==================== multisim_rw_mem_arbiter
multisim_rw_mem_arbiter, placement by cell class:
Fill, decap, tap and diode cells in grey.
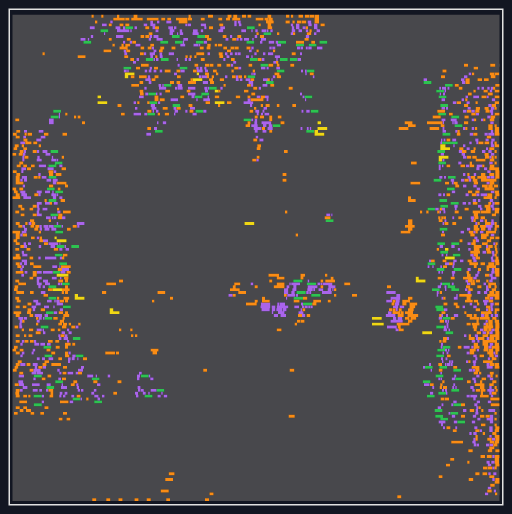

`src/rtl/multisim_rw_pkg.sv`:
```
// Shared types and command-field layout for the multisim read/write servers.
package multisim_rw_pkg;

  typedef enum logic [1:0] {
    ST_IDLE   = 2'd0,
    ST_ACCESS = 2'd1,
    ST_RDATA  = 2'd2,
    ST_RSP    = 2'd3
  } state_e;

  // Command word layout: [0]=rwb, [DATA_W +: DATA_W]=addr, [2*DATA_W +: DATA_W]=wdata
  localparam int unsigned RWB_BIT = 0;

  function automatic int unsigned addr_lsb(input int unsigned data_w);
    return data_w;
  endfunction

  function automatic int unsigned wdata_lsb(input int unsigned data_w);
    return 2 * data_w;
  endfunction

  function automatic int unsigned cmd_w(input int unsigned data_w);
    return 3 * data_w;
  endfunction

endpackage

```
`src/rtl/multisim_rr_arbiter.sv`:
```
// Combinational round-robin arbiter: first requester at or above ptr_i, wrapping.
module multisim_rr_arbiter #(
  parameter int unsigned N     = 4,
  parameter int unsigned IDX_W = (N > 1) ? $clog2(N) : 1
) (
  input  logic [N-1:0]     req_i,
  input  logic [IDX_W-1:0] ptr_i,
  output logic [N-1:0]     gnt_o,
  output logic [IDX_W-1:0] gnt_idx_o,
  output logic             gnt_vld_o
);

  logic [IDX_W-1:0] cand;

  always_comb begin
    gnt_o     = '0;
    gnt_idx_o = '0;
    gnt_vld_o = 1'b0;
    cand      = '0;
    for (int unsigned k = 0; k < N; k++) begin
      cand = IDX_W'((32'(ptr_i) + k) % N);
      if (!gnt_vld_o && req_i[cand]) begin
        gnt_vld_o = 1'b1;
        gnt_idx_o = cand;
      end
    end
    if (gnt_vld_o) gnt_o[gnt_idx_o] = 1'b1;
  end

endmodule

```
`src/rtl/multisim_rw_mem_arbiter.sv`:
```
// Round-robin arbiter sharing one single-port memory among NUM_REQ command/response
// channels, with a single transaction in flight.
module multisim_rw_mem_arbiter
  import multisim_rw_pkg::*;
#(
  parameter int unsigned NUM_REQ = 4,
  parameter int unsigned ADDR_W  = 8,
  parameter int unsigned DATA_W  = 64
) (
  input  logic                          clk,
  input  logic                          rst_n,
  input  logic [NUM_REQ-1:0]            cmd_vld,
  output logic [NUM_REQ-1:0]            cmd_rdy,
  input  logic [NUM_REQ*3*DATA_W-1:0]   cmd,
  output logic [NUM_REQ-1:0]            rsp_vld,
  input  logic [NUM_REQ-1:0]            rsp_rdy,
  output logic [NUM_REQ*DATA_W-1:0]     rsp,
  output logic                          mem_en,
  output logic                          mem_we,
  output logic [ADDR_W-1:0]             mem_addr,
  output logic [DATA_W-1:0]             mem_wdata,
  input  logic [DATA_W-1:0]             mem_rdata,
  output logic                          busy
);

  localparam int unsigned IDX_W     = $clog2(NUM_REQ);
  localparam int unsigned CMD_W     = cmd_w(DATA_W);
  localparam int unsigned ADDR_LSB  = addr_lsb(DATA_W);
  localparam int unsigned WDATA_LSB = wdata_lsb(DATA_W);

  state_e              state_q, state_d;
  logic [IDX_W-1:0]    ptr_q, ptr_d;
  logic [IDX_W-1:0]    owner_q, owner_d;
  logic                rwb_q, rwb_d;
  logic [ADDR_W-1:0]   addr_q, addr_d;
  logic [DATA_W-1:0]   wdata_q, wdata_d;
  logic [DATA_W-1:0]   rsp_q, rsp_d;

  logic [NUM_REQ-1:0]  gnt;
  logic [IDX_W-1:0]    gnt_idx;
  logic                gnt_vld;

  multisim_rr_arbiter #(
    .N     (NUM_REQ),
    .IDX_W (IDX_W)
  ) u_rr (
    .req_i     (cmd_vld),
    .ptr_i     (ptr_q),
    .gnt_o     (gnt),
    .gnt_idx_o (gnt_idx),
    .gnt_vld_o (gnt_vld)
  );

  assign busy = (state_q != ST_IDLE);

  // Next-state and output decode
  always_comb begin
    state_d   = state_q;
    ptr_d     = ptr_q;
    owner_d   = owner_q;
    rwb_d     = rwb_q;
    addr_d    = addr_q;
    wdata_d   = wdata_q;
    rsp_d     = rsp_q;
    cmd_rdy   = '0;
    rsp_vld   = '0;
    rsp       = '0;
    mem_en    = 1'b0;
    mem_we    = 1'b0;
    mem_addr  = '0;
    mem_wdata = '0;

    unique case (state_q)
      ST_IDLE: begin
        cmd_rdy = gnt;
        // A grant implies the channel is valid, so the handshake completes here
        if (gnt_vld) begin
          owner_d = gnt_idx;
          rwb_d   = cmd[32'(gnt_idx) * CMD_W + RWB_BIT];
          addr_d  = cmd[32'(gnt_idx) * CMD_W + ADDR_LSB +: ADDR_W];
          wdata_d = cmd[32'(gnt_idx) * CMD_W + WDATA_LSB +: DATA_W];
          state_d = ST_ACCESS;
        end
      end
      ST_ACCESS: begin
        mem_en    = 1'b1;
        mem_we    = ~rwb_q;
        mem_addr  = addr_q;
        mem_wdata = wdata_q;
        if (rwb_q) begin
          state_d = ST_RDATA;
        end else begin
          rsp_d   = '0;
          state_d = ST_RSP;
        end
      end
      ST_RDATA: begin
        rsp_d   = mem_rdata;
        state_d = ST_RSP;
      end
      ST_RSP: begin
        rsp_vld[owner_q]                     = 1'b1;
        rsp[32'(owner_q) * DATA_W +: DATA_W] = rsp_q;
        if (rsp_rdy[owner_q]) begin
          ptr_d   = (owner_q == IDX_W'(NUM_REQ - 1)) ? '0 : owner_q + IDX_W'(1);
          state_d = ST_IDLE;
        end
      end
      default: state_d = ST_IDLE;
    endcase
  end

  always_ff @(posedge clk) begin
    if (!rst_n) begin
      state_q <= ST_IDLE;
      ptr_q   <= '0;
      owner_q <= '0;
      rwb_q   <= 1'b0;
      addr_q  <= '0;
      wdata_q <= '0;
      rsp_q   <= '0;
    end else begin
      state_q <= state_d;
      ptr_q   <= ptr_d;
      owner_q <= owner_d;
      rwb_q   <= rwb_d;
      addr_q  <= addr_d;
      wdata_q <= wdata_d;
      rsp_q   <= rsp_d;
    end
  end

endmodule

```
`config.mk`:
```
export PLATFORM = sky130hd
export DESIGN_NAME = multisim_rw_mem_arbiter
export DESIGN_NICKNAME = d
export VERILOG_FILES = /design/src/rtl/multisim_rw_pkg.sv /design/src/rtl/multisim_rr_arbiter.sv /design/src/rtl/multisim_rw_mem_arbiter.sv
export SDC_FILE = /design/constraint.sdc
export NUM_CORES = 1
export LEC_CHECK = 0
export CAP_MARGIN = 20
export CORE_AREA = 2 2 463 465
export CTS_CLUSTER_DIAMETER = 30
export CTS_CLUSTER_SIZE = 25
export DETAILED_ROUTE_END_ITERATION = 8
export DIE_AREA = 0 0 465 467
export GPL_ROUTABILITY_DRIVEN = 0
export GPL_TIMING_DRIVEN = 0
export PLACE_DENSITY = 0.3
export SLEW_MARGIN = 20
export SYNTH_ARGS = -nofsm -noshare
export SYNTH_HDL_FRONTEND = slang
export SYNTH_SLANG_ARGS = --single-unit
```
`constraint.sdc`:
```
create_clock -name clk -period 2.5 [get_ports clk]
set_clock_uncertainty 0.05 [all_clocks]
set_input_delay 0.5 -clock clk [delete_from_list [all_inputs] [get_ports clk]]
set_output_delay 0.5 -clock clk [all_outputs]
set_load 0.005 [all_outputs]
```
==================== simple_uart_rx_ctrl
### src/rtl/simple_uart_rx_ctrl.sv
// rtl/simple_uart_rx_ctrl.sv - RX UART sequencer, receive FIFO and byte-wide register port
module simple_uart_rx_ctrl #(
    parameter int DEPTH_LOG2 = 4
) (
    input  logic       clk,
    input  logic       reset,
    input  logic [7:0] rx_din,
    input  logic       rx_valid,
    output logic       rx_cfg_wr,
    output logic       rx_cfg_d,
    output logic       rx_cfg_accept,
    input  logic [1:0] bus_addr,
    input  logic       bus_rd,
    input  logic       bus_wr,
    input  logic [7:0] bus_wdata,
    output logic [7:0] bus_rdata,
    output logic       o_irq
);
    localparam int PW    = DEPTH_LOG2 + 1;
    localparam int DEPTH = 1 << DEPTH_LOG2;

    typedef enum logic [1:0] {S_IDLE, S_ACCEPT, S_CFG} state_t;

    state_t        state_q;
    logic [7:0]    hold_q;
    logic          shadow_q, desired_q, overrun_q, cfg_wr_q, irq_q;
    logic [7:0]    rdata_q;
    logic [PW-1:0] wr_ptr_q, rd_ptr_q, wr_ptr_d, rd_ptr_d, level;
    logic [7:0]    mem_q [DEPTH];

    logic          empty, full, cfg_pending, ctrl_wr, flush, ovr_clr;
    logic          push_req, pop, push_ok, ovr_set, overrun_d;
    logic [7:0]    rdata_d;
    logic [15:0]   level_ext;
    logic          unused_wdata;

    assign empty       = (wr_ptr_q == rd_ptr_q);
    assign full        = (wr_ptr_q[PW-1] != rd_ptr_q[PW-1]) &&
                         (wr_ptr_q[PW-2:0] == rd_ptr_q[PW-2:0]);
    assign level       = wr_ptr_q - rd_ptr_q;
    assign level_ext   = 16'(level);
    assign cfg_pending = (desired_q != shadow_q);
    assign unused_wdata = ^bus_wdata[7:3];

    assign ctrl_wr  = bus_wr && (bus_addr == 2'd2);
    assign flush    = ctrl_wr && bus_wdata[1];
    assign ovr_clr  = ctrl_wr && bus_wdata[2];
    assign push_req = (state_q == S_ACCEPT);
    assign pop      = bus_rd && (bus_addr == 2'd0) && !empty;
    // A simultaneous pop frees the slot, so a push into a full FIFO still lands.
    assign push_ok  = push_req && (!full || pop) && !flush;
    assign ovr_set  = push_req && full && !pop && !flush;

    always_comb begin
        wr_ptr_d  = wr_ptr_q;
        rd_ptr_d  = rd_ptr_q;
        overrun_d = ovr_set | (overrun_q & ~ovr_clr);
        if (flush) begin
            wr_ptr_d = '0;
            rd_ptr_d = '0;
        end else begin
            if (push_ok) wr_ptr_d = wr_ptr_q + 1'b1;
            if (pop)     rd_ptr_d = rd_ptr_q + 1'b1;
        end
    end

    always_comb begin
        rdata_d = 8'h00;
        case (bus_addr)
            2'd0:    rdata_d = empty ? 8'h00 : mem_q[rd_ptr_q[DEPTH_LOG2-1:0]];
            2'd1:    rdata_d = {3'b000, cfg_pending, shadow_q & rx_valid,
                                overrun_q, full, ~empty};
            2'd2:    rdata_d = {7'b0, desired_q};
            default: rdata_d = level_ext[7:0];
        endcase
    end

    always_ff @(posedge clk) begin
        if (push_ok && !reset) mem_q[wr_ptr_q[DEPTH_LOG2-1:0]] <= hold_q;
    end

    always_ff @(posedge clk) begin
        if (reset) begin
            wr_ptr_q  <= '0;
            rd_ptr_q  <= '0;
            overrun_q <= 1'b0;
            irq_q     <= 1'b0;
            rdata_q   <= 8'h00;
            desired_q <= 1'b0;
        end else begin
            wr_ptr_q  <= wr_ptr_d;
            rd_ptr_q  <= rd_ptr_d;
            overrun_q <= overrun_d;
            irq_q     <= (wr_ptr_d != rd_ptr_d) | overrun_d;
            if (bus_rd)  rdata_q   <= rdata_d;
            if (ctrl_wr) desired_q <= bus_wdata[0];
        end
    end

    always_ff @(posedge clk) begin
        if (reset) begin
            state_q  <= S_IDLE;
            hold_q   <= 8'h00;
            shadow_q <= 1'b0;
            cfg_wr_q <= 1'b0;
        end else begin
            cfg_wr_q <= 1'b0;
            case (state_q)
                S_IDLE: begin
                    // In measure mode rx_valid flags a measurement, not a character.
                    if (rx_valid && !shadow_q) begin
                        hold_q   <= rx_din;
                        state_q  <= S_ACCEPT;
                        cfg_wr_q <= 1'b1;
                    end else if (cfg_pending) begin
                        state_q  <= S_CFG;
                        cfg_wr_q <= 1'b1;
                    end
                end
                S_ACCEPT: state_q <= S_IDLE;
                S_CFG: begin
                    shadow_q <= desired_q;
                    state_q  <= S_IDLE;
                end
                default: state_q <= S_IDLE;
            endcase
        end
    end

    assign rx_cfg_wr     = cfg_wr_q;
    assign rx_cfg_accept = cfg_wr_q;
    assign rx_cfg_d      = (state_q == S_CFG) ? desired_q : shadow_q;
    assign bus_rdata     = rdata_q;
    assign o_irq         = irq_q;
endmodule

### config.mk
export PLATFORM = sky130hd
export DESIGN_NAME = simple_uart_rx_ctrl
export DESIGN_NICKNAME = d
export VERILOG_FILES = /design/src/rtl/simple_uart_rx_ctrl.sv
export SDC_FILE = /design/constraint.sdc
export NUM_CORES = 1
export LEC_CHECK = 0
export ABC_AREA = 1
export ABC_CLOCK_PERIOD_IN_PS = 3030
export CAP_MARGIN = 40
export CELL_PAD_IN_SITES_DETAIL_PLACEMENT = 0
export CELL_PAD_IN_SITES_GLOBAL_PLACEMENT = 1
export CORE_MARGIN = 4
export CORE_UTILIZATION = 48
export DETAILED_ROUTE_END_ITERATION = 8
export PLACE_DENSITY = 0.85
export SLEW_MARGIN = 10
export SYNTH_ARGS = -nofsm -noshare
export SYNTH_HDL_FRONTEND = slang
export SYNTH_SLANG_ARGS = --single-unit
### constraint.sdc
create_clock -name clk -period 3.03 [get_ports clk]
set_input_delay 0.303 -clock clk [delete_from_list [all_inputs] [get_ports clk]]
set_output_delay 0.303 -clock clk [all_outputs]
set_load 0.1 [all_outputs]
==================== tuner_pitch_detector
## src/rtl/tuner_pitch_detector.sv

```systemverilog
// ---------------------------------------------------------------------------
// tuner_pitch_detector
//
// Measures the pitch of the incoming audio. It counts samples between rising
// zero crossings that pass a hysteresis check. The count is summed over 8
// consecutive periods. The sum is then compared against the target for the
// selected string, and the flat, sharp and in-tune indicators are driven from
// that comparison.
//
// Ports:
//   clk          system clock
//   reset        asynchronous, active-low reset
//   audio_in     signed 24-bit sample
//   audio_valid  one-cycle strobe; audio_in is valid while high
//   select       target string: 0=E330 1=A440 2=D587 3=G784 4=B985 5=E1319
//   period_sum   sample count spanning the last 8 periods
//   meas_valid   one-cycle pulse when period_sum / indicators update
//   flat         period_sum > target + TOL
//   sharp        period_sum < target - TOL
//   in_tune      |period_sum - target| <= TOL
//   no_signal    high while no valid measurement is held
//   dbg_state    FSM state (0 = SEEK, 1 = MEASURE)
//
// Handshake: audio_in is consumed on every clk edge where audio_valid=1.
// There is no back-pressure. Every piece of state except meas_valid holds
// while audio_valid=0.
// ---------------------------------------------------------------------------
module tuner_pitch_detector #(
   parameter logic signed [23:0] HYST    = 24'sd4096,
   parameter int                 TOL     = 4,
   parameter int                 TIMEOUT = 4095
) (
   input  logic               clk,
   input  logic               reset,
   input  logic signed [23:0] audio_in,
   input  logic               audio_valid,
   input  logic [2:0]         select,
   output logic [15:0]        period_sum,
   output logic               meas_valid,
   output logic               flat,
   output logic               sharp,
   output logic               in_tune,
   output logic               no_signal,
   output logic               dbg_state
);

   localparam logic [15:0]        TIMEOUT_C = TIMEOUT[15:0];
   localparam logic signed [16:0] TOL_C     = TOL[16:0];

   typedef enum logic {SEEK = 1'b0, MEASURE = 1'b1} state_t;

   state_t             state, state_next;
   logic               arm;
   logic [15:0]        cnt;
   logic [2:0]         xings;
   logic               crossing;
   logic               close_win;
   logic               time_out;
   logic [15:0]        cnt_inc;
   logic [15:0]        target;
   logic               sel_ok;
   logic signed [16:0] diff;

   // A crossing is a sample at or above +HYST that follows a sample at or
   // below -HYST. Samples between the two thresholds leave arm unchanged.
   assign crossing = arm && (audio_in >= HYST);
   assign cnt_inc  = cnt + 16'd1;

   // Target LUT (8-period sums). Select codes 6 and 7 have no string.
   always_comb begin
      target = 16'd0;
      sel_ok = 1'b1;
      case (select)
         3'd0:    target = 16'd1164;
         3'd1:    target = 16'd873;
         3'd2:    target = 16'd654;
         3'd3:    target = 16'd490;
         3'd4:    target = 16'd390;
         3'd5:    target = 16'd291;
         default: sel_ok = 1'b0;
      endcase
   end

   // 17-bit signed difference: both operands are zero-extended, so it cannot wrap.
   assign diff = $signed({1'b0, cnt_inc}) - $signed({1'b0, target});

   // State register
   always_ff @(posedge clk or negedge reset) begin
      if (!reset) state <= SEEK;
      else        state <= state_next;
   end

   // Next-state logic. A window that closes on the same sample as the
   // timeout takes priority over the timeout.
   always_comb begin
      state_next = state;
      close_win  = 1'b0;
      time_out   = 1'b0;
      if (audio_valid) begin
         case (state)
            SEEK: begin
               if (crossing) state_next = MEASURE;
            end
            MEASURE: begin
               if (crossing && xings == 3'd7) begin
                  close_win = 1'b1;
               end else if (cnt == TIMEOUT_C) begin
                  time_out   = 1'b1;
                  state_next = SEEK;
               end
            end
            default: state_next = SEEK;
         endcase
      end
   end

   // Output decode
   always_comb begin
      dbg_state = (state == MEASURE);
   end

   // Datapath and registered indicators
   always_ff @(posedge clk or negedge reset) begin
      if (!reset) begin
         arm        <= 1'b0;
         cnt        <= 16'd0;
         xings      <= 3'd0;
         period_sum <= 16'd0;
         meas_valid <= 1'b0;
         flat       <= 1'b0;
         sharp      <= 1'b0;
         in_tune    <= 1'b0;
         no_signal  <= 1'b1;
      end else begin
         meas_valid <= 1'b0;
         if (audio_valid) begin
            if (audio_in <= -HYST) arm <= 1'b1;
            else if (crossing)     arm <= 1'b0;

            if (state == SEEK) begin
               if (crossing) begin
                  cnt   <= 16'd0;
                  xings <= 3'd0;
               end
            end else if (close_win) begin
               // The closing crossing is the last sample of this window and
               // also the opening crossing of the next one.
               period_sum <= cnt_inc;
               meas_valid <= 1'b1;
               cnt        <= 16'd0;
               xings      <= 3'd0;
               no_signal  <= 1'b0;
               flat       <= sel_ok && (diff > TOL_C);
               sharp      <= sel_ok && (diff < -TOL_C);
               in_tune    <= sel_ok && (diff <= TOL_C) && (diff >= -TOL_C);
            end else if (time_out) begin
               no_signal <= 1'b1;
               flat      <= 1'b0;
               sharp     <= 1'b0;
               in_tune   <= 1'b0;
            end else begin
               cnt <= cnt_inc;
               if (crossing) xings <= xings + 3'd1;
            end
         end
      end
   end

endmodule
```

## config.mk

```make
export PLATFORM = sky130hd
export DESIGN_NAME = tuner_pitch_detector
export DESIGN_NICKNAME = d
export VERILOG_FILES = /design/src/rtl/tuner_pitch_detector.sv
export SDC_FILE = /design/constraint.sdc
export NUM_CORES = 1
export LEC_CHECK = 0
export ABC_AREA = 0
export CAP_MARGIN = 20
export CORE_MARGIN = 8
export CORE_UTILIZATION = 35
export CTS_BUF_LIST = sky130_fd_sc_hd__clkbuf_2 sky130_fd_sc_hd__clkbuf_4 sky130_fd_sc_hd__clkbuf_8
export DETAILED_ROUTE_END_ITERATION = 10
export GPL_TIMING_DRIVEN = 0
export REMOVE_ABC_BUFFERS = 1
export SLEW_MARGIN = 10
export SYNTH_ARGS = -nofsm -noshare
export SYNTH_HDL_FRONTEND = slang
export SYNTH_SLANG_ARGS = --single-unit
export TNS_END_PERCENT = 10
```

## constraint.sdc

```tcl
create_clock -name clk -period 3.18 [get_ports clk]
set_input_delay 0.954 -clock clk [delete_from_list [all_inputs] [get_ports clk]]
set_output_delay 0.954 -clock clk [all_outputs]
set_load 0.01 [all_outputs]
```

tuner_pitch_detector, placement by cell class:
Fill, decap, tap and diode cells in grey.
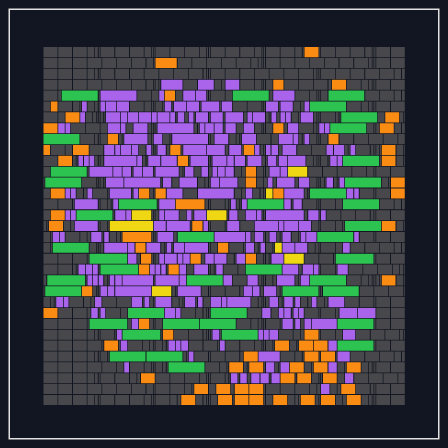
Key: green = sequential cells [cells 42, share of their area 26%]; orange = remaining buffers and delay cells [cells 77, share of their area 18%]; purple = combinational and other logic [cells 282, share of their area 53%]; yellow = clock drivers and dummy loads [cells 8, share of their area 2.7%]
Core Area: 8134 µm²
final core occ: 51.05%
Seq/total area: 25.52%
final instance area: 4153 µm²

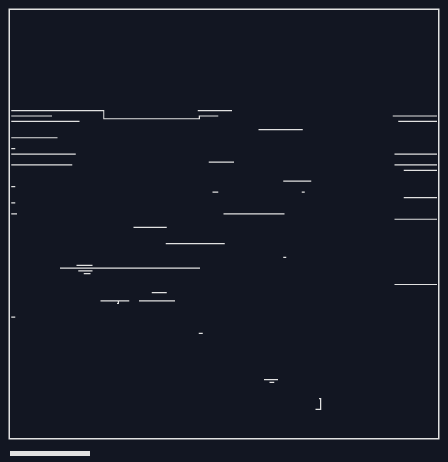
tuner_pitch_detector: met3 routing
Bar = 20 µm.
The longest straight run is 34.7 µm. 32 nets have wire on it. The layer carries 347 µm of wire.
vias post-DR: 2,722
WL final: 8294 µm
met3 Resource Use GR: 3.239%

==> impl_metrics.csv, tuner_pitch_detector <==
group,metric,value,unit
sta,finalSetupViolCount,0,
pwr,seq_power_share,30.9,%
floorplan,die-area,11470,µm²
clocking,post-cts-setup-buffer-count,7,
routing,wl_per_cell,16.14,µm
final_layout,clkbuf_count,5,
synth,synth-main-ff-cell,"dfrtp_1",
critical_path,required,3.38,ns
outcome,outcome,"complete, no violations",
pwr,ir_drop,0.4359,mV
sta,fmax,0.3205,GHz
synth,yosysWarnings,0,
critical_path,worst_r2r_startpoint,"cnt[0]",
final_layout,logic_area,2062,µm²
floorplan,nWellTaps,105,
synth,top_cell_area_share,35.31,%
critical_path,path_max_fanout,8,
critical_path,cp.depth,12,
sta,fin_crit_sh,98.11,%
synth,yosysUniqueCellTypes,66,
sta,worst_pin_slew,0.5549,ns
floorplan,row_count,33,
critical_path,path_cells,"ha_4 -> buf_12 -> xor2_2 -> ha_4 -> o21a_1 -> a21boi_1 -> o31ai_2 -> or2b_1 -> or3_1 -> nand2_1 -> o211ai_2 -> a22o_1",
final_layout,reg_top3,"cnt x16, period_sum x16, xings x3",
run,warning_count,26,
hold_path,hold_depth,2,
clocking,clk_pin_slew,0.09,ns
sta,fin_skew,0.005187,ns
routing,vias_per_cell,5.296,
final_layout,fin_nets,452,
grt,grt_pass1_vias,2810,
routing,top_layer,"met4",
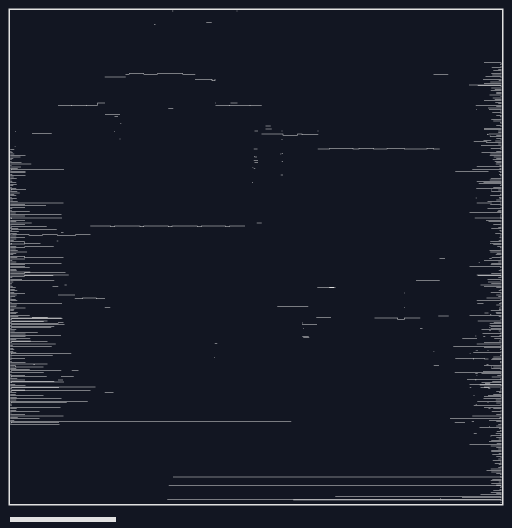
multisim_rw_mem_arbiter: met3 routing
Bar = 100 µm.
545 nets have wire on it. The longest straight run is 316 µm. The wires run mostly horizontal. The layer carries 8,480 µm of wire. The layer holds 8.3% of the routed length.
WL final: 102,200 µm
met3 Resource Use GR: 3.438%

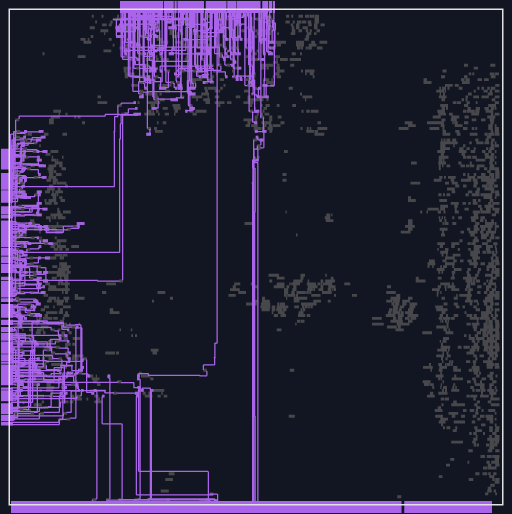
multisim_rw_mem_arbiter: wires at chosen ports, followed through buffers
Key: purple = `cmd` [bits 768, direction input, end cells 293, buffers 292, wire 17,400 µm]
number of top-level pins: 1,181
port bufs: 704

## Picture notes: 'placement by cell class' of multisim_rw_mem_arbiter
Key: yellow = clock drivers and dummy loads [cells 32, share of their area 2.8%]; orange = remaining buffers and delay cells [cells 1,003, share of their area 48%]; green = sequential cells [cells 143, share of their area 13%]; purple = combinational and other logic [cells 1,055, share of their area 36%]
Core Area: 211,700 µm²
Seq/total area: 11.47%
final core occ: 11.89%
Rows: 169

==> impl_metrics.csv, multisim_rw_mem_arbiter <==
group,metric,value,unit
final_layout,drive_gt1_share,40.48,%
critical_path,rr_worst_depth,9,
placed_design,dp_hpwl,82280,µm
floorplan,nWellTaps,2821,
pwr,leakage,10.45,nW
critical_path,r2r_end,"wdata_q[22]",
pwr,powerSeq,3.33,mW
critical_path,cp.depth,11,
pwr,ir_drop,0.5390,mV
synth,ys_top_cells_by_count,"and2_1 (334), and3_1 (145), nand2_1 (144), dfxtp_1 (143), clkbuf_1 (104)",
pwr,powerDensity,507.8,nW/µm²
routing,dr.pass1.iters,4,
critical_path,path_buffers,7,
routing,vias_per_cell,2.680,
synth,top_cell,"and2_1",
final_layout,comb_cells,1044,
placed_design,place_area,21210,µm²
critical_path,path_cells,"buf_6 -> ha_4 -> and2_4 -> and3_4 -> buf_12 -> clkbuf_16 -> buf_12 -> buf_6 -> buf_6 -> and2_4 -> buf_6",
critical_path,critPathLaunchType,"flip-flop",
critical_path,crit_top_cell,"buf_6",
grt,grt.overflow.total,0,
sta,finalSetupViolCount,309,
sta,finalWorstSetupSlack,-0.4459,ns
pwr,p_sw_share,42.04,%
synth,syn_avg_cell_area,7.850,µm²
grt,grt_pass1_vias,13956,
synth,synth-seq-area-share,27.28,%
critical_path,cp-startpoint,"owner_q[1]",
final_layout,nonClkBufAreaFrac,41.28,%
grt,grt_usage,8.815,%
final_layout,diodes,6,
hold_path,hp-start,"addr_q[3]",
clocking,clock-sinks,143,
pwr,internal_power,7.406,mW
routing,wl_met1,36670,µm
outcome,outcome,"finished with violations",
floorplan,die-area,217200,µm²
outcome,violations,"setup timing",
clocking,cts_max_path_buffers,2,
pwr,power.net_switching,5.372,mW
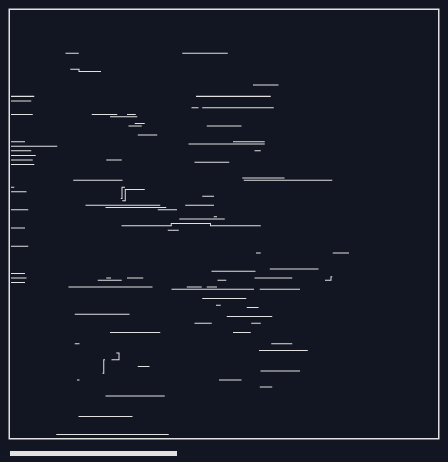
simple_uart_rx_ctrl: met3 routing
Bar = 50 µm.
The layer carries 769 µm of wire. The wires run mostly horizontal. The longest straight run is 33.4 µm. 55 nets have wire on it.
vias post-DR: 4,960
met3 Resource Use GR: 3.208%
WL final: 16,110 µm

==> impl_metrics.csv, simple_uart_rx_ctrl <==
group,metric,value,unit
sta,fin_skew,0.006161,ns
pwr,leakage,3.073,nW
critical_path,cp-startpoint,"wr_ptr_q[0]",
grt,grt_max_degree,67,
synth,simple_gate_area_share,17.50,%
final_layout,clk_share,7.653,%
final_layout,flops,161,
pwr,combinationalPowerShare,7.5,%
grt,grtUsageMet2,34.32,%
hold_path,holdCritPathClass,"reg2reg",
routing,wl_per_cell,17.75,µm
sta,final_max_slew_viol_count,0,
hold_path,hp-start,"bus_rdata[0]",
synth,yosysWarnings,0,
routing,dr.pass1.iters,5,
synth,ys_top_cells_by_count,"edfxtp_1 (128), nor2_1 (117), nand2_1 (99), o21ai_0 (75), nand3_1 (38)",
placed_design,place_congestion,0.8981,
floorplan,die-area,16440,µm²
synth,yosys_area,6937,µm²
synth,synth-main-ff-cell,"edfxtp_1",
critical_path,cp.depth,10,
outcome,outcome,"complete, no violations",
clocking,ctsResizeCount,0,
critical_path,path_max_fanout,8,
placed_design,io_buffers,29,
sta,rsz0062_at_grt,"no",
final_layout,fin_nets,748,
final_layout,clkbuf_count,18,
critical_path,r2r_end,"mem_q[10][3]",
critical_path,crit_family,"simple AND/OR/NAND/NOR gates",
floorplan,nWellTaps,180,
final_layout,largest_cell_class,"registers",
synth,syn_avg_cell_area,10.46,µm²
grt,antenna_found_initial,0,
grt,use_met1,28.21,%
grt,busiest_layer,"met2",


## Gallery

Cell placement.
(a)
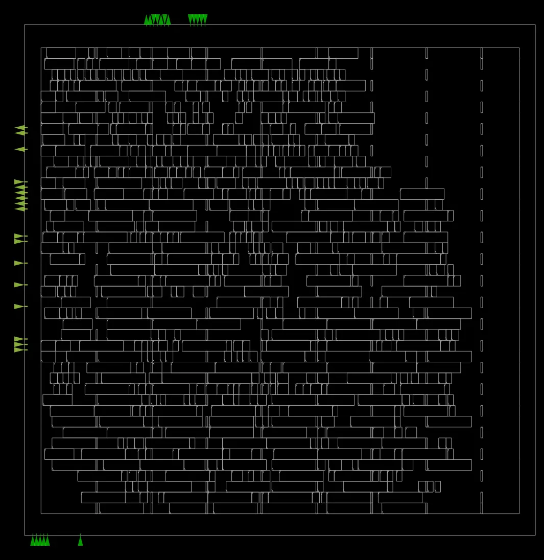
(b)
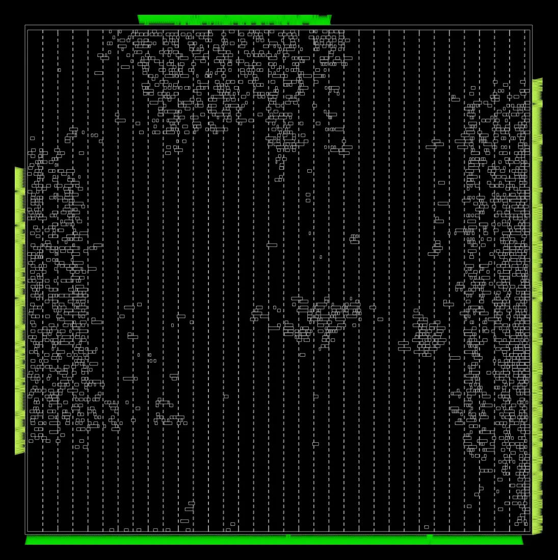
(c)
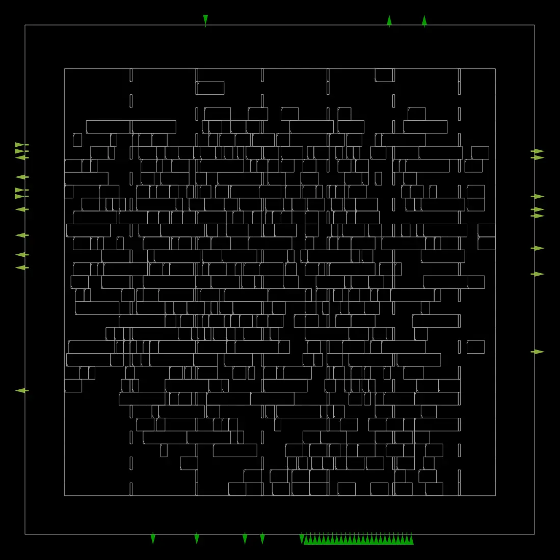
simple_uart_rx_ctrl is (a).
tuner_pitch_detector is (c).
multisim_rw_mem_arbiter is (b).
Of these, most cells: (b)
Of these, fewest sequential cells: (c)

Power and IR drop assume default switching activity.
